=== ip_codma_bus_arbiter ===
Figure 1. Routing congestion (ip_codma_bus_arbiter).
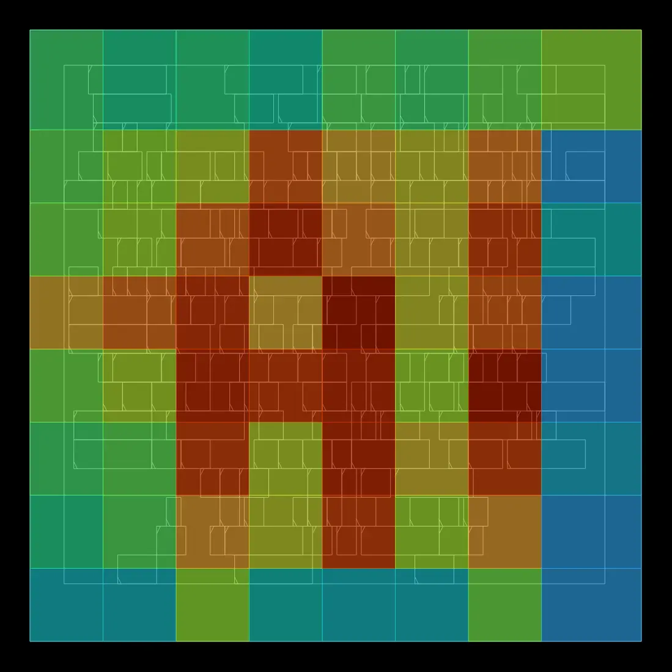

==> src/rtl/ip_codma_bus_arbiter.sv <==
// Round-robin owner arbiter for the shared CODMA memory bus (read vs write engine).
// Each tenure is bounded by a hold watchdog; abort revokes ownership.
module ip_codma_bus_arbiter #(
  parameter int unsigned MAX_HOLD = 64,
  parameter int unsigned CNT_W    = 16
) (
  input  logic       clk,
  input  logic       reset_n,
  input  logic       rd_req_i,
  input  logic       rd_done_i,
  output logic       rd_grant_o,
  input  logic       wr_req_i,
  input  logic       wr_done_i,
  output logic       wr_grant_o,
  input  logic       abort_i,
  output logic       bus_sel_o,
  output logic [1:0] owner_o,
  output logic       timeout_o
);

  typedef enum logic [1:0] {
    ARB_IDLE = 2'd0,
    ARB_RD   = 2'd1,
    ARB_WR   = 2'd2,
    ARB_GAP  = 2'd3
  } arb_state_t;

  localparam logic [CNT_W-1:0] HOLD_LAST = CNT_W'(MAX_HOLD - 1);
  localparam logic [CNT_W-1:0] CNT_SAT   = '1;

  arb_state_t       state;
  logic             last_wr;
  logic [CNT_W-1:0] hold_cnt;
  logic             own_done;

  // Release pulse of whichever engine currently owns the bus.
  always_comb begin
    own_done = 1'b0;
    if (state == ARB_RD) own_done = rd_done_i;
    if (state == ARB_WR) own_done = wr_done_i;
  end

  always_ff @(posedge clk) begin
    if (!reset_n) begin
      state      <= ARB_IDLE;
      last_wr    <= 1'b1;
      hold_cnt   <= '0;
      rd_grant_o <= 1'b0;
      wr_grant_o <= 1'b0;
      bus_sel_o  <= 1'b0;
      owner_o    <= 2'b00;
      timeout_o  <= 1'b0;
    end else begin
      timeout_o <= 1'b0;
      case (state)
        ARB_IDLE: begin
          if (!abort_i) begin
            // Tie goes to the engine that did not own the bus last.
            if (rd_req_i && (!wr_req_i || last_wr)) begin
              state      <= ARB_RD;
              hold_cnt   <= '0;
              rd_grant_o <= 1'b1;
              bus_sel_o  <= 1'b0;
              owner_o    <= 2'b01;
            end else if (wr_req_i) begin
              state      <= ARB_WR;
              hold_cnt   <= '0;
              wr_grant_o <= 1'b1;
              bus_sel_o  <= 1'b1;
              owner_o    <= 2'b10;
            end
          end
        end
        ARB_RD, ARB_WR: begin
          if (abort_i || own_done || (hold_cnt == HOLD_LAST)) begin
            state      <= ARB_GAP;
            last_wr    <= (state == ARB_WR);
            rd_grant_o <= 1'b0;
            wr_grant_o <= 1'b0;
            owner_o    <= 2'b00;
            timeout_o  <= !abort_i && !own_done;
          end else if (hold_cnt != CNT_SAT) begin
            hold_cnt <= hold_cnt + 1'b1;
          end
        end
        ARB_GAP: begin
          if (!abort_i) state <= ARB_IDLE;
        end
        default: state <= ARB_IDLE;
      endcase
    end
  end

endmodule
==> config.mk <==
export PLATFORM = sky130hd
export DESIGN_NAME = ip_codma_bus_arbiter
export DESIGN_NICKNAME = d
export VERILOG_FILES = /design/src/rtl/ip_codma_bus_arbiter.sv
export SDC_FILE = /design/constraint.sdc
export NUM_CORES = 1
export LEC_CHECK = 0
export CORE_MARGIN = 3
export CORE_UTILIZATION = 57
export DETAILED_ROUTE_END_ITERATION = 8
export HOLD_SLACK_MARGIN = 0.02
export PLACE_DENSITY_LB_ADDON = 0.25
export SLEW_MARGIN = 20
export SYNTH_ARGS = -nofsm -noshare
export SYNTH_HDL_FRONTEND = slang
export SYNTH_SLANG_ARGS = --single-unit
export TNS_END_PERCENT = 5
==> constraint.sdc <==
create_clock -name clk -period 3.04 [get_ports clk]
set_input_delay 0.456 -clock clk [delete_from_list [all_inputs] [get_ports clk]]
set_output_delay 0.456 -clock clk [all_outputs]
set_load 0.01 [all_outputs]
=== heartbeat_scan ===
$ cat src/rtl/heartbeat_scan.sv
// ---------------------------------------------------------------------------
// heartbeat_scan
//
// Heartbeat animator with a built-in time-multiplexed seven-segment scanner.
// A two-bar "heartbeat" is drawn on the two centre digits of an N-digit
// display. It alternates between a wide pair of bars (outer edges lit) and a
// narrow pair (inner edges lit), with an optional blank phase in lub-dub mode.
//
// Parameters
//   N_DIGITS  number of display digits (even, 2..16)
//   BEAT_DIV  clk cycles per animation step
//   SCAN_DIV  clk cycles each digit stays lit per scan slot
//
// Ports
//   clk    in   1         system clock, rising edge
//   rst    in   1         asynchronous active-high reset
//   en     in   1         1 = animate and display, 0 = blank display and freeze
//   mode   in   2         00 stop, 01/11 two-phase beat, 10 lub-dub (six steps)
//   sseg   out  8         active-low segments {dp,g,f,e,d,c,b,a}
//   an     out  N_DIGITS  active-low one-hot digit enable, an[0] = rightmost
//   phase  out  2         current pattern: 00 WIDE, 01 NARROW, 10 BLANK
// ---------------------------------------------------------------------------
module heartbeat_scan #(
  parameter int N_DIGITS = 8,
  parameter int BEAT_DIV = 1_388_889,
  parameter int SCAN_DIV = 50_000
) (
  input  logic                clk,
  input  logic                rst,
  input  logic                en,
  input  logic [1:0]          mode,
  output logic [7:0]          sseg,
  output logic [N_DIGITS-1:0] an,
  output logic [1:0]          phase
);

  // Counter widths; a divider of 1 still needs a 1-bit counter.
  localparam int BW = (BEAT_DIV > 1) ? $clog2(BEAT_DIV) : 1;
  localparam int SW = (SCAN_DIV > 1) ? $clog2(SCAN_DIV) : 1;
  localparam int IW = (N_DIGITS > 1) ? $clog2(N_DIGITS) : 1;

  localparam logic [BW-1:0] BEAT_LAST  = BW'(BEAT_DIV - 1);
  localparam logic [SW-1:0] SCAN_LAST  = SW'(SCAN_DIV - 1);
  localparam logic [IW-1:0] DIGIT_LAST = IW'(N_DIGITS - 1);

  // Centre digit positions: L is the left of the pair, R the right.
  localparam int DIG_L = N_DIGITS / 2;
  localparam int DIG_R = N_DIGITS / 2 - 1;

  // Pattern encodings (also the phase port values).
  localparam logic [1:0] PH_WIDE   = 2'b00;
  localparam logic [1:0] PH_NARROW = 2'b01;
  localparam logic [1:0] PH_BLANK  = 2'b10;

  // Mode encodings.
  localparam logic [1:0] MODE_STOP   = 2'b00;
  localparam logic [1:0] MODE_LUBDUB = 2'b10;

  localparam logic [2:0] STEP_LAST = 3'd5;

  // Segment glyphs (active low).
  localparam logic [7:0] SEG_LEFT_BAR  = 8'hCF;  // segments e,f
  localparam logic [7:0] SEG_RIGHT_BAR = 8'hF9;  // segments b,c
  localparam logic [7:0] SEG_OFF       = 8'hFF;

  // -------------------------------------------------------------------------
  // State
  // -------------------------------------------------------------------------
  logic [BW-1:0]       beat_cnt_reg,  beat_cnt_next;
  logic [SW-1:0]       scan_cnt_reg,  scan_cnt_next;
  logic [IW-1:0]       digit_idx_reg, digit_idx_next;
  logic [2:0]          step_reg,      step_next;
  logic [1:0]          phase_reg,     phase_next;
  logic [7:0]          sseg_reg,      sseg_next;
  logic [N_DIGITS-1:0] an_reg,        an_next;

  logic                beat_tick;
  logic                scan_wrap;

  // -------------------------------------------------------------------------
  // Beat prescaler: advances only while enabled, holds its count otherwise.
  // Gating the tick with en keeps a count parked at BEAT_LAST from firing
  // repeatedly while the display is disabled.
  // -------------------------------------------------------------------------
  assign beat_tick = en && (beat_cnt_reg == BEAT_LAST);

  always_comb begin
    beat_cnt_next = beat_cnt_reg;
    if (en) begin
      if (beat_cnt_reg == BEAT_LAST) begin
        beat_cnt_next = '0;
      end else begin
        beat_cnt_next = beat_cnt_reg + 1'b1;
      end
    end
  end

  // -------------------------------------------------------------------------
  // Animation step. The mode input only matters on the tick cycle.
  // -------------------------------------------------------------------------
  always_comb begin
    step_next = step_reg;
    if (beat_tick) begin
      case (mode)
        MODE_STOP: begin
          step_next = step_reg;
        end
        MODE_LUBDUB: begin
          step_next = (step_reg == STEP_LAST) ? 3'd0 : step_reg + 3'd1;
        end
        default: begin
          // Two-phase beat: anything left over from lub-dub collapses to 0.
          step_next = (step_reg == 3'd0) ? 3'd1 : 3'd0;
        end
      endcase
    end
  end

  // Steps 0,2 wide; 1,3 narrow; 4,5 blank.
  always_comb begin
    case (step_reg)
      3'd0, 3'd2: phase_next = PH_WIDE;
      3'd1, 3'd3: phase_next = PH_NARROW;
      default:    phase_next = PH_BLANK;
    endcase
  end

  // -------------------------------------------------------------------------
  // Digit scanner: free-running, independent of en and of the beat.
  // -------------------------------------------------------------------------
  assign scan_wrap = (scan_cnt_reg == SCAN_LAST);

  always_comb begin
    scan_cnt_next  = scan_wrap ? '0 : scan_cnt_reg + 1'b1;
    digit_idx_next = digit_idx_reg;
    if (scan_wrap) begin
      digit_idx_next = (digit_idx_reg == DIGIT_LAST) ? '0 : digit_idx_reg + 1'b1;
    end
  end

  // -------------------------------------------------------------------------
  // Per-digit content and one-hot anode decode. The content is taken from
  // the live step so sseg and phase update on the same clock.
  // -------------------------------------------------------------------------
  logic [7:0]          left_seg;
  logic [7:0]          right_seg;
  logic [7:0]          digit_seg [N_DIGITS];
  logic [N_DIGITS-1:0] an_onehot;

  always_comb begin
    case (phase_next)
      PH_WIDE: begin
        left_seg  = SEG_LEFT_BAR;
        right_seg = SEG_RIGHT_BAR;
      end
      PH_NARROW: begin
        left_seg  = SEG_RIGHT_BAR;
        right_seg = SEG_LEFT_BAR;
      end
      default: begin
        left_seg  = SEG_OFF;
        right_seg = SEG_OFF;
      end
    endcase
  end

  for (genvar gi = 0; gi < N_DIGITS; gi++) begin : g_digit
    if (gi == DIG_L) begin : g_left
      assign digit_seg[gi] = left_seg;
    end else if (gi == DIG_R) begin : g_right
      assign digit_seg[gi] = right_seg;
    end else begin : g_off
      assign digit_seg[gi] = SEG_OFF;
    end
    assign an_onehot[gi] = (digit_idx_reg == IW'(gi));
  end

  always_comb begin
    an_next   = '1;
    sseg_next = SEG_OFF;
    if (en) begin
      an_next   = ~an_onehot;
      sseg_next = digit_seg[digit_idx_reg];
    end
  end

  // -------------------------------------------------------------------------
  // Registers
  // -------------------------------------------------------------------------
  always_ff @(posedge clk or posedge rst) begin
    if (rst) begin
      beat_cnt_reg  <= '0;
      scan_cnt_reg  <= '0;
      digit_idx_reg <= '0;
      step_reg      <= 3'd0;
      phase_reg     <= PH_WIDE;
      sseg_reg      <= SEG_OFF;
      an_reg        <= '1;
    end else begin
      beat_cnt_reg  <= beat_cnt_next;
      scan_cnt_reg  <= scan_cnt_next;
      digit_idx_reg <= digit_idx_next;
      step_reg      <= step_next;
      phase_reg     <= phase_next;
      sseg_reg      <= sseg_next;
      an_reg        <= an_next;
    end
  end

  assign sseg  = sseg_reg;
  assign an    = an_reg;
  assign phase = phase_reg;

endmodule
$ cat config.mk
export PLATFORM = sky130hd
export DESIGN_NAME = heartbeat_scan
export DESIGN_NICKNAME = d
export VERILOG_FILES = /design/src/rtl/heartbeat_scan.sv
export SDC_FILE = /design/constraint.sdc
export NUM_CORES = 1
export LEC_CHECK = 0
export ABC_AREA = 1
export CAP_MARGIN = 10
export CORE_ASPECT_RATIO = 1.75
export CORE_MARGIN = 4
export CORE_UTILIZATION = 30
export CTS_BUF_LIST = sky130_fd_sc_hd__clkbuf_8
export DETAILED_ROUTE_END_ITERATION = 10
export GPL_TIMING_DRIVEN = 0
export PLACE_DENSITY_LB_ADDON = 0.2
export SYNTH_ARGS = -nofsm -noshare
export SYNTH_HDL_FRONTEND = slang
export SYNTH_SLANG_ARGS = --single-unit
$ cat constraint.sdc
create_clock -name clk -period 3.95 [get_ports clk]
set_clock_uncertainty 0.1 [all_clocks]
set_input_delay 0.79 -clock clk [delete_from_list [all_inputs] [get_ports clk]]
set_output_delay 0.79 -clock clk [all_outputs]
set_load 0.1 [all_outputs]
=== npu_seq_ctrl ===
--- config.mk ---
export PLATFORM = sky130hd
export DESIGN_NAME = npu_seq_ctrl
export DESIGN_NICKNAME = d
export VERILOG_FILES = /design/src/rtl/npu_seq_ctrl.sv
export SDC_FILE = /design/constraint.sdc
export NUM_CORES = 1
export LEC_CHECK = 0
export CAP_MARGIN = 20
export CORE_MARGIN = 2
export CORE_UTILIZATION = 28
export DETAILED_ROUTE_END_ITERATION = 12
export PLACE_DENSITY = 0.54
export REMOVE_ABC_BUFFERS = 1
export SYNTH_ARGS = -nofsm -noshare
export SYNTH_HDL_FRONTEND = slang
export SYNTH_SLANG_ARGS = --single-unit
--- constraint.sdc ---
create_clock -name CLK -period 3 [get_ports CLK]
set_input_delay 0.6 -clock CLK [delete_from_list [all_inputs] [get_ports CLK]]
set_output_delay 0.6 -clock CLK [all_outputs]
set_load 0.05 [all_outputs]
--- src/rtl/npu_seq_ctrl.sv ---
// npu_seq_ctrl: NPU invocation sequencer.
// Holds per-context input/output count targets. These are loaded only while in CONFIG.
// Each invocation reads N inputs, then writes M outputs, and ends with a one-cycle inv_done pulse.
// Optional feature macro: NPU_SEQ_PERF_EN adds saturating stall-cycle and invocation counters.
module npu_seq_ctrl #(
   parameter int CNT_W  = 16,
   parameter int DATA_W = 16,
   parameter int CTX_W  = 2
) (
   input  logic              CLK,
   input  logic              RST,
   input  logic [DATA_W-1:0] cfg_data,
   input  logic [CTX_W-1:0]  cfg_ctx,
   input  logic              cfg_in_we,
   input  logic              cfg_out_we,
   input  logic              cfg_fifo_empty,
   input  logic [CTX_W-1:0]  inv_ctx,
   input  logic              in_fifo_empty,
   input  logic              sched_in_rd_req,
   input  logic              out_fifo_full,
   input  logic              sched_out_wr_req,
   output logic              in_fifo_rd_en,
   output logic              out_fifo_wr_en,
   output logic              state_idle,
   output logic              state_config,
   output logic              state_compute,
   output logic              state_stall,
   output logic              inputs_done,
   output logic              inv_done,
`ifdef NPU_SEQ_PERF_EN
   output logic [31:0]       perf_stall_cycles,
   output logic [31:0]       perf_inv_count,
`endif
   output logic [CTX_W-1:0]  active_ctx
);

   localparam int NUM_CTX = 2 ** CTX_W;
   localparam logic [CNT_W-1:0] CNT_ONE = CNT_W'(1);

   typedef enum logic [2:0] {
      S_IDLE, S_CONFIG, S_LOAD, S_DRAIN, S_STALL_IN, S_STALL_OUT
   } state_t;

   state_t           state_q, state_d;
   logic [CNT_W-1:0] in_cur_q, in_cur_d, out_cur_q, out_cur_d;
   logic [CNT_W-1:0] in_tgt_q, in_tgt_d, out_tgt_q, out_tgt_d;
   logic [CTX_W-1:0] active_ctx_q, active_ctx_d;
   logic             inputs_done_q, inputs_done_d;
   logic [CNT_W-1:0] in_tgt_mem_q  [NUM_CTX];
   logic [CNT_W-1:0] in_tgt_mem_d  [NUM_CTX];
   logic [CNT_W-1:0] out_tgt_mem_q [NUM_CTX];
   logic [CNT_W-1:0] out_tgt_mem_d [NUM_CTX];
   logic             rd_en, wr_en, inv_done_c;
   logic [CNT_W-1:0] cfg_val;

   assign cfg_val = cfg_data[CNT_W-1:0];

   // Next-state, counter, target-table and strobe logic. The cur != tgt gating keeps the counters from wrapping.
   always_comb begin
      state_d       = state_q;
      in_cur_d      = in_cur_q;
      out_cur_d     = out_cur_q;
      in_tgt_d      = in_tgt_q;
      out_tgt_d     = out_tgt_q;
      active_ctx_d  = active_ctx_q;
      inputs_done_d = inputs_done_q;
      in_tgt_mem_d  = in_tgt_mem_q;
      out_tgt_mem_d = out_tgt_mem_q;
      rd_en         = 1'b0;
      wr_en         = 1'b0;
      inv_done_c    = 1'b0;
      case (state_q)
         S_IDLE: begin
            // A pending invocation wins over pending configuration.
            if (!in_fifo_empty) begin
               state_d      = S_LOAD;
               active_ctx_d = inv_ctx;
               in_tgt_d     = in_tgt_mem_q[inv_ctx];
               out_tgt_d    = out_tgt_mem_q[inv_ctx];
               in_cur_d     = '0;
               out_cur_d    = '0;
            end else if (!cfg_fifo_empty) begin
               state_d = S_CONFIG;
            end
         end
         S_CONFIG: begin
            if (cfg_in_we)  in_tgt_mem_d[cfg_ctx]  = cfg_val;
            if (cfg_out_we) out_tgt_mem_d[cfg_ctx] = cfg_val;
            if (cfg_fifo_empty) state_d = S_IDLE;
         end
         S_LOAD: begin
            rd_en = sched_in_rd_req && !in_fifo_empty && (in_cur_q != in_tgt_q);
            if (rd_en) in_cur_d = in_cur_q + CNT_ONE;
            if ((in_cur_q == in_tgt_q) || (rd_en && ((in_cur_q + CNT_ONE) == in_tgt_q))) begin
               state_d       = S_DRAIN;
               inputs_done_d = 1'b1;
            end else if (in_fifo_empty) begin
               state_d = S_STALL_IN;
            end
         end
         S_STALL_IN: begin
            if (!in_fifo_empty) state_d = S_LOAD;
         end
         S_DRAIN: begin
            wr_en = sched_out_wr_req && !out_fifo_full && (out_cur_q != out_tgt_q);
            if (wr_en) out_cur_d = out_cur_q + CNT_ONE;
            if ((out_cur_q == out_tgt_q) || (wr_en && ((out_cur_q + CNT_ONE) == out_tgt_q))) begin
               state_d       = S_IDLE;
               inv_done_c    = 1'b1;
               inputs_done_d = 1'b0;
            end else if (sched_out_wr_req && out_fifo_full) begin
               state_d = S_STALL_OUT;
            end
         end
         S_STALL_OUT: begin
            if (!out_fifo_full) state_d = S_DRAIN;
         end
         default: state_d = S_IDLE;
      endcase
   end

   // State, counters, latched targets and the per-context target table. Reset clears everything.
   always_ff @(posedge CLK) begin
      if (RST) begin
         state_q       <= S_IDLE;
         in_cur_q      <= '0;
         out_cur_q     <= '0;
         in_tgt_q      <= '0;
         out_tgt_q     <= '0;
         active_ctx_q  <= '0;
         inputs_done_q <= 1'b0;
         for (int i = 0; i < NUM_CTX; i++) begin
            in_tgt_mem_q[i]  <= '0;
            out_tgt_mem_q[i] <= '0;
         end
      end else begin
         state_q       <= state_d;
         in_cur_q      <= in_cur_d;
         out_cur_q     <= out_cur_d;
         in_tgt_q      <= in_tgt_d;
         out_tgt_q     <= out_tgt_d;
         active_ctx_q  <= active_ctx_d;
         inputs_done_q <= inputs_done_d;
         in_tgt_mem_q  <= in_tgt_mem_d;
         out_tgt_mem_q <= out_tgt_mem_d;
      end
   end

`ifdef NPU_SEQ_PERF_EN
   function automatic logic [31:0] sat_inc(input logic [31:0] v);
      return (v == 32'hFFFF_FFFF) ? v : v + 32'd1;
   endfunction

   logic [31:0] perf_stall_q, perf_stall_d, perf_inv_q, perf_inv_d;

   // Saturating performance counters: stall cycles and completed invocations.
   always_comb begin
      perf_stall_d = perf_stall_q;
      perf_inv_d   = perf_inv_q;
      if ((state_q == S_STALL_IN) || (state_q == S_STALL_OUT)) perf_stall_d = sat_inc(perf_stall_q);
      if (inv_done_c) perf_inv_d = sat_inc(perf_inv_q);
   end

   // Performance counter registers; cleared only by reset.
   always_ff @(posedge CLK) begin
      if (RST) begin
         perf_stall_q <= '0;
         perf_inv_q   <= '0;
      end else begin
         perf_stall_q <= perf_stall_d;
         perf_inv_q   <= perf_inv_d;
      end
   end

   assign perf_stall_cycles = perf_stall_q;
   assign perf_inv_count    = perf_inv_q;
`endif

   assign in_fifo_rd_en  = rd_en;
   assign out_fifo_wr_en = wr_en;
   assign inv_done       = inv_done_c;
   assign inputs_done    = inputs_done_q;
   assign active_ctx     = active_ctx_q;
   assign state_idle     = (state_q == S_IDLE);
   assign state_config   = (state_q == S_CONFIG);
   assign state_compute  = (state_q == S_LOAD) || (state_q == S_DRAIN);
   assign state_stall    = (state_q == S_STALL_IN) || (state_q == S_STALL_OUT);

endmodule

=== lcd_bus_writer ===
[config.mk]
export PLATFORM = sky130hd
export DESIGN_NAME = lcd_bus_writer
export DESIGN_NICKNAME = d
export VERILOG_FILES = /design/src/rtl/lcd_bus_writer.sv
export SDC_FILE = /design/constraint.sdc
export NUM_CORES = 1
export LEC_CHECK = 0
export ABC_AREA = 1
export CELL_PAD_IN_SITES_DETAIL_PLACEMENT = 0
export CELL_PAD_IN_SITES_GLOBAL_PLACEMENT = 1
export CORE_UTILIZATION = 41
export CTS_BUF_LIST = sky130_fd_sc_hd__clkbuf_8
export DETAILED_ROUTE_END_ITERATION = 7
export GPL_ROUTABILITY_DRIVEN = 1
export GPL_TIMING_DRIVEN = 1
export PLACE_DENSITY = 0.8
export REMOVE_ABC_BUFFERS = 1
export SYNTH_ARGS = -nofsm -noshare
export SYNTH_HDL_FRONTEND = slang
export SYNTH_SLANG_ARGS = --single-unit
[constraint.sdc]
create_clock -name clk_40MHz -period 2.21 [get_ports clk_40MHz]
set_clock_uncertainty 0.1 [all_clocks]
set_input_delay 0.3315 -clock clk_40MHz [delete_from_list [all_inputs] [get_ports clk_40MHz]]
set_output_delay 0.3315 -clock clk_40MHz [all_outputs]
set_load 0.005 [all_outputs]
[src/rtl/lcd_bus_writer.sv]
// HD44780 write-only bus writer: paces each byte through setup, E strobe, hold and execution delay.
// Define LCD_INIT_SEQ_EN to issue the 8-bit power-on command sequence before accepting requests.
module lcd_bus_writer #(
  parameter bit SIM_SPEEDUP = 1'b0
) (
  input  logic       clk_40MHz,
  input  logic       reset,
  input  logic       wr_valid,
  output logic       wr_ready,
  input  logic       wr_rs,
  input  logic [7:0] wr_data,
  output logic       init_done,
  output logic       LCD_RS,
  output logic       LCD_RW,
  output logic       LCD_E,
  output logic [7:0] LCD_D
);

  typedef enum logic [2:0] {
    POWER_WAIT,
    INIT_ISSUE,
    IDLE,
    SETUP,
    E_HIGH,
    HOLD,
    EXEC_WAIT
  } state_t;

  // Counter loads are duration-1: the state is left on the cycle the count reads zero.
  localparam logic [19:0] PW_LOAD    = SIM_SPEEDUP ? 20'd63 : 20'd599999;
  localparam logic [19:0] SHORT_LOAD = SIM_SPEEDUP ? 20'd7  : 20'd1599;
  localparam logic [19:0] LONG_LOAD  = SIM_SPEEDUP ? 20'd31 : 20'd65599;
  localparam logic [19:0] SETUP_LOAD = 20'd1;
  localparam logic [19:0] E_LOAD     = 20'd9;
  localparam logic [19:0] HOLD_LOAD  = 20'd1;

  state_t      state_q;
  logic [19:0] cnt_q;
  logic [19:0] exec_load_d;
  logic        ready_q;
  logic        done_q;
  logic        rs_q;
  logic        e_q;
  logic [7:0]  d_q;

  // Clear display and return home need the long execution time.
  function automatic logic is_long_cmd(input logic rs, input logic [7:0] d);
    return !rs && (d >= 8'h01) && (d <= 8'h03);
  endfunction

`ifdef LCD_INIT_SEQ_EN
  logic [2:0] idx_q;

  function automatic logic [7:0] init_cmd(input logic [2:0] i);
    case (i)
      3'd0, 3'd1, 3'd2: return 8'h38;
      3'd3:             return 8'h0C;
      3'd4:             return 8'h01;
      default:          return 8'h06;
    endcase
  endfunction
`endif

  assign exec_load_d = is_long_cmd(rs_q, d_q) ? LONG_LOAD : SHORT_LOAD;

  always_ff @(posedge clk_40MHz) begin
    if (reset) begin
      state_q <= POWER_WAIT;
      cnt_q   <= PW_LOAD;
      ready_q <= 1'b0;
      done_q  <= 1'b0;
      e_q     <= 1'b0;
      rs_q    <= 1'b0;
      d_q     <= 8'h00;
`ifdef LCD_INIT_SEQ_EN
      idx_q   <= 3'd0;
`endif
    end else begin
      case (state_q)
        POWER_WAIT: begin
          if (cnt_q == 20'd0) begin
`ifdef LCD_INIT_SEQ_EN
            state_q <= INIT_ISSUE;
`else
            state_q <= IDLE;
            ready_q <= 1'b1;
            done_q  <= 1'b1;
`endif
          end else begin
            cnt_q <= cnt_q - 20'd1;
          end
        end
`ifdef LCD_INIT_SEQ_EN
        INIT_ISSUE: begin
          rs_q    <= 1'b0;
          d_q     <= init_cmd(idx_q);
          idx_q   <= idx_q + 3'd1;
          state_q <= SETUP;
          cnt_q   <= SETUP_LOAD;
        end
`endif
        IDLE: begin
          if (wr_valid) begin
            ready_q <= 1'b0;
            rs_q    <= wr_rs;
            d_q     <= wr_data;
            state_q <= SETUP;
            cnt_q   <= SETUP_LOAD;
          end
        end
        SETUP: begin
          if (cnt_q == 20'd0) begin
            state_q <= E_HIGH;
            e_q     <= 1'b1;
            cnt_q   <= E_LOAD;
          end else begin
            cnt_q <= cnt_q - 20'd1;
          end
        end
        E_HIGH: begin
          if (cnt_q == 20'd0) begin
            state_q <= HOLD;
            e_q     <= 1'b0;
            cnt_q   <= HOLD_LOAD;
          end else begin
            cnt_q <= cnt_q - 20'd1;
          end
        end
        HOLD: begin
          if (cnt_q == 20'd0) begin
            state_q <= EXEC_WAIT;
            cnt_q   <= exec_load_d;
          end else begin
            cnt_q <= cnt_q - 20'd1;
          end
        end
        EXEC_WAIT: begin
          if (cnt_q == 20'd0) begin
            cnt_q <= 20'd0;
`ifdef LCD_INIT_SEQ_EN
            if (idx_q == 3'd6) begin
              state_q <= IDLE;
              ready_q <= 1'b1;
              done_q  <= 1'b1;
            end else begin
              state_q <= INIT_ISSUE;
            end
`else
            state_q <= IDLE;
            ready_q <= 1'b1;
            done_q  <= 1'b1;
`endif
          end else begin
            cnt_q <= cnt_q - 20'd1;
          end
        end
        default: begin
          state_q <= POWER_WAIT;
          cnt_q   <= PW_LOAD;
        end
      endcase
    end
  end

  assign wr_ready  = ready_q;
  assign init_done = done_q;
  assign LCD_RS    = rs_q;
  assign LCD_RW    = 1'b0;
  assign LCD_E     = e_q;
  assign LCD_D     = d_q;

endmodule

Figure 2. Signal wires on met2 (ip_codma_bus_arbiter).
Scale: 4 px per um. Cells faint in the background.
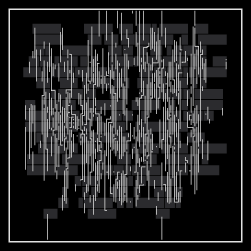
180 nets have wire on it. The layer carries 1,840 um of wire. The longest straight run is 21.6 um. The wires run mostly vertical.
via count: 1,606
grt met2 use: 38.87%
Post-Route WL: 3978 um

Figure 3. Drive-strength map (ip_codma_bus_arbiter).
Scale: 8 px per um.
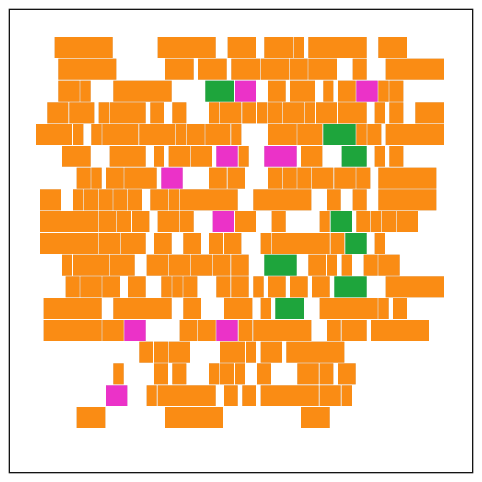
Key: magenta = x3 and x4 [cells 9, share 4.4%]; orange = x1 and smaller [cells 187, share 92%]; green = x2 [cells 8, share 3.9%]
worst setup margin: 0.4890 ns
layout overhead on the synthesized area: 11.57%
Non-Clock Buffer Count: 17
Final Instance Area: 1702 sq um

Notes on Figure 1 above:
post-layout util: 68.07%
Global Route Usage Sum: 25.12%
WL/cell: 17.00 um
met1 GRT Util: 34.31%
grt peak-use layer: met2

==> flow_metrics.env, ip_codma_bus_arbiter <==
# yosys + openroad results
export IMPL_arrival_ns=2.81
export IMPL_portBuffers=12
export IMPL_powerDensity_nw_per_um2=688.3
export IMPL_synth_area_top_cells="dfxtp_1 33%, nand2_1 5.4%, a21oi_1 5.3%, ha_1 4.9%, o21ai_0 4.3%"
export IMPL_worstRegToRegCells=7
export IMPL_sw_frac_of_total_pct=45.03
export IMPL_ff_count=25
export IMPL_rows=18
export IMPL_yosysTopAreaCell="dfxtp_1"
export IMPL_placed_area_sq_um=1675
export IMPL_synthSimpleGateAreaFrac_pct=30.60
export IMPL_power_frac_comb_pct=53.2
export IMPL_wl_met2_um=1835
export IMPL_avgSynthCellArea_sq_um=7.862
export IMPL_route_detailed_drc=0
export IMPL_ys_seq_share_pct=32.81
export IMPL_worstSetupPathDepth=7
export IMPL_cts_buffers=3
export IMPL_yosysCellCount=194
export IMPL_gr_total_overflow=0
export IMPL_run_status="completed"
export IMPL_logic_family="simple AND/OR/NAND/NOR gates"
export IMPL_start_kind="register"
export IMPL_ys_chip_area_sq_um=1525
export IMPL_synth_top_cells_by_count="25 x dfxtp_1, 22 x nand2_1, 16 x a21oi_1"
export IMPL_top_register="hold_cnt"
export IMPL_critPathCapture="hold_cnt[9]$_SDFFE_PN0P_"
export IMPL_vias_per_cell=6.863
Figure 4. Routing congestion (lcd_bus_writer).
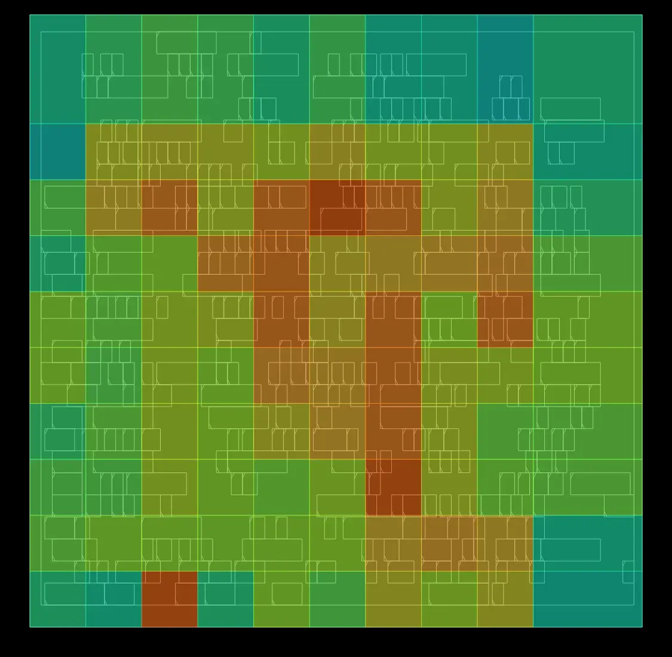
post-layout util: 50.34%
WL/cell: 12.06 um

Figure 5. Signal wires on met2 (lcd_bus_writer).
Scale: 4 px per um. Cells faint in the background.
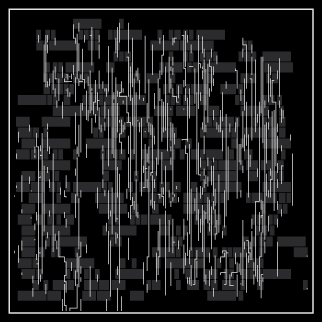
The layer holds 45% of the routed length. The wires run mostly vertical. The longest straight run is 36.0 um. 291 nets have wire on it. The layer carries 2,450 um of wire.
Post-Route WL: 5450 um
via count: 2,187
grt met2 use: 35.12%

==> flow_metrics.env, lcd_bus_writer <==
# yosys + openroad results
export IMPL_power_frac_comb_pct=52.4
export IMPL_clk_pin_slew_ns=0.07
export IMPL_place_congestion=0.8085
export IMPL_leakagePower_nw=1.156
export IMPL_clkPwrFrac_pct=15.7
export IMPL_setup_viol=0
export IMPL_worstSkewPairLatency_ns=0.29
export IMPL_worstHoldStart="init_done$_SDFFE_PP0P_"
export IMPL_synthAoiAreaFrac_pct=11.12
export IMPL_ys_sh_xor_pct=3.160
export IMPL_synth_top_area_share_pct=31.60
export IMPL_grt_max_degree=26
export IMPL_cts_hold_buf=0
export IMPL_nets=396
export IMPL_crit_fanout=16
export IMPL_internal_power_mw=1.674
export IMPL_run_status="completed"
export IMPL_vias_per_cell=4.838
export IMPL_warnings=26
export IMPL_setup_ws_ns=0.2259
export IMPL_crit_family="simple AND/OR/NAND/NOR gates"
export IMPL_n_all_buffers=28
export IMPL_seqPwrFrac_pct=32.0
export IMPL_die_y_um=75.54
export IMPL_post_cts_resized=0
export IMPL_final_area_sq_um=2604
export IMPL_initCoreUtil_pct=42.86
export IMPL_synth_seq_cells=35
export IMPL_top_cell="nand2_1"
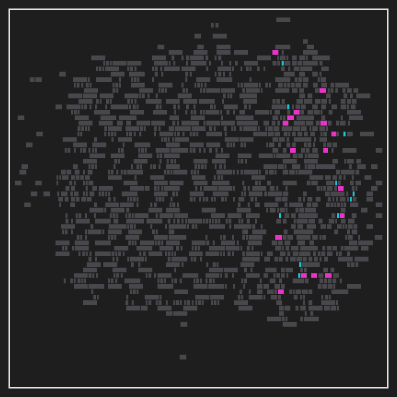
Figure 6: npu_seq_ctrl, logic cells by family.
Scale: 2 px per um.
Key: cyan = inv cells [cells 10, most used inv_1, where right middle]; magenta = non-inverting ao/oa cells [cells 16, most used a211o_1]
final std cells w/o fill: 1,660
logic share of the area: 46.23%
dominant logic cell type in the layout: nand2_1

Figure 7. Drive-strength map (npu_seq_ctrl).
Scale: 2 px per um.
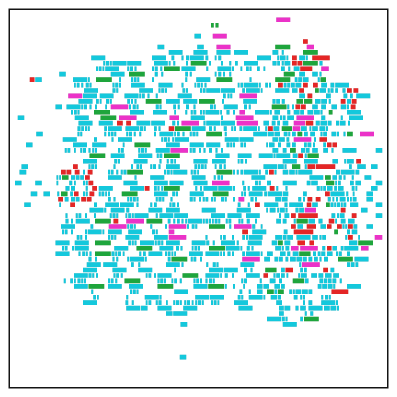
Key: magenta = x6 and larger [cells 35, share 2.9%]; green = x2 [cells 67, share 5.5%]; cyan = x1 and smaller [cells 1,036, share 85%]; red = x3 and x4 [cells 74, share 6.1%]

==> flow_metrics.env, npu_seq_ctrl <==
# yosys + openroad results
export IMPL_violations="setup timing"
export IMPL_switchingPower_mw=1.927
export IMPL_run_status="finished, violations left"
export IMPL_setup_viol=1
export IMPL_critPathLaunch="out_cur_q[10]$_SDFFE_PP0P_"
export IMPL_worstRegToRegCells=10
export IMPL_flop_area_sq_um=3978
export IMPL_fmax_ghz=0.3058
export IMPL_setup_ws_ns=-0.2703
export IMPL_pre_cts_slack_ns=-0.1081
export IMPL_warnings=28
export IMPL_logic_family="simple AND/OR/NAND/NOR gates"
export IMPL_die_x_um=188.5
export IMPL_seq_power_mw=2.78
export IMPL_yosysCellCount=1176
export IMPL_worstSetupPathDepth=8
export IMPL_timing_rr_start="in_cur_q[1]$_SDFFE_PP0P_"
export IMPL_avgSynthCellArea_sq_um=8.104
export IMPL_synth_top_area_share_pct=41.59
export IMPL_mi_logic_area_sq_um=5213
export IMPL_cts_root_buf="clkbuf_16"
export IMPL_final_cell_mix="360 x nand2_1, 189 x dfxtp_1, 177 x a21oi_1"
Figure 8. Drive-strength map (heartbeat_scan).
Scale: 4 px per um.
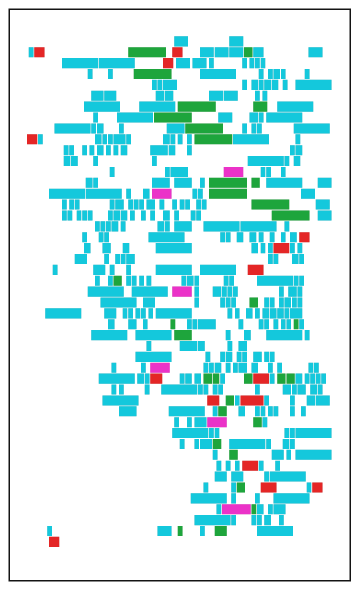
Key: magenta = x6 and larger [cells 6, share 1.4%]; cyan = x1 and smaller [cells 385, share 88%]; green = x2 [cells 32, share 7.3%]; red = x3 and x4 [cells 15, share 3.4%]

==> flow_metrics.env, heartbeat_scan <==
# yosys + openroad results
export IMPL_run_status="completed"
export IMPL_grtUsageMet1_pct=12.69
export IMPL_synth_top_area_share_pct=36.32
export IMPL_avgSynthCellArea_sq_um=7.599
export IMPL_clk_pin_slew_ns=0.10
export IMPL_cts_hold_buf=0
export IMPL_m1WireLength_um=2627
export IMPL_yosysUniqueCellTypes=31
export IMPL_fp_dieArea_sq_um=12090
export IMPL_cts_root_buf="clkbuf_8"
export IMPL_crit_chain="buf_4, clkdlybuf4s50_1"
export IMPL_r2r_end="beat_cnt_reg[16]$_DFFE_PP0P_"
export IMPL_largest_class="flip-flops and latches"
export IMPL_pre_cts_slack_ns=1.333
export IMPL_grt_setup_unrepaired="false"

==> screenshots <==
Met3 routing.
shot_01.png
Scale: 4 px per um.
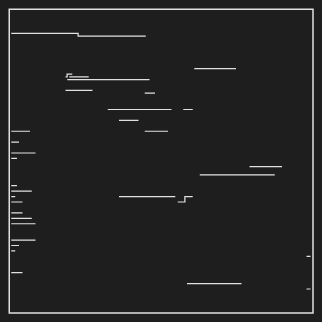
shot_02.png
Scale: 2 px per um.
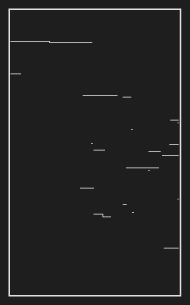
shot_03.png
Scale: 1.5 px per um.
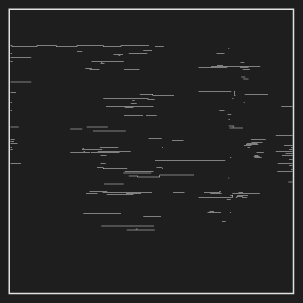
shot_04.png
Scale: 4 px per um.
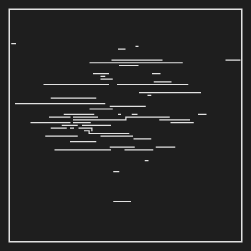
ip_codma_bus_arbiter -> shot_04.png
lcd_bus_writer -> shot_01.png
npu_seq_ctrl -> shot_03.png
heartbeat_scan -> shot_02.png
Of these, smallest die: shot_04.png
Of these, largest die: shot_03.png



==> screenshots <==
Logic cells by family.
Plate I
Scale: 8 px per um.
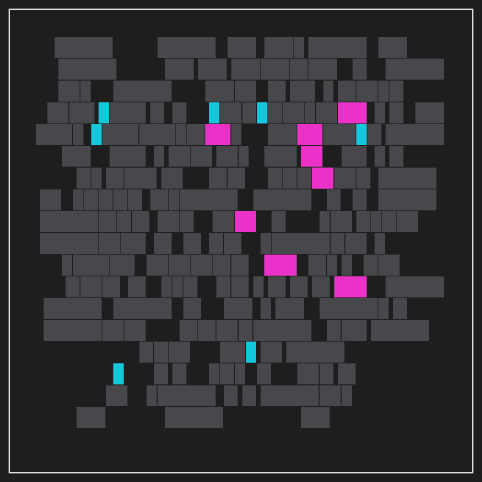
Plate II
Scale: 4 px per um.
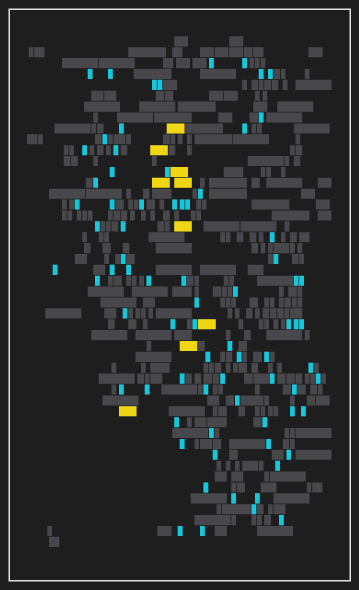
Plate III
Scale: 6 px per um.
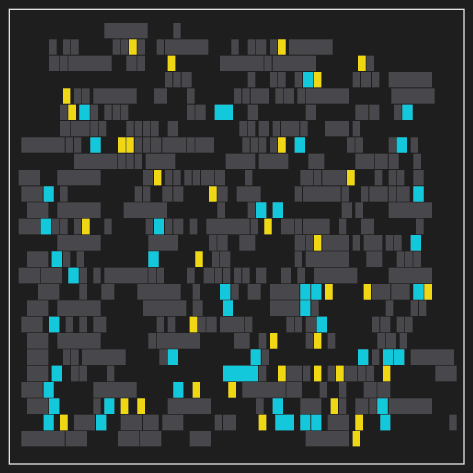
ip_codma_bus_arbiter -> Plate I
lcd_bus_writer -> Plate III
heartbeat_scan -> Plate II
Of these, largest die: Plate II

Key to Plate III:
Key: cyan = aoi and oai cells [cells 44, most used a21oi_1, where widely spread]; yellow = inv cells [cells 36, most used inv_1]

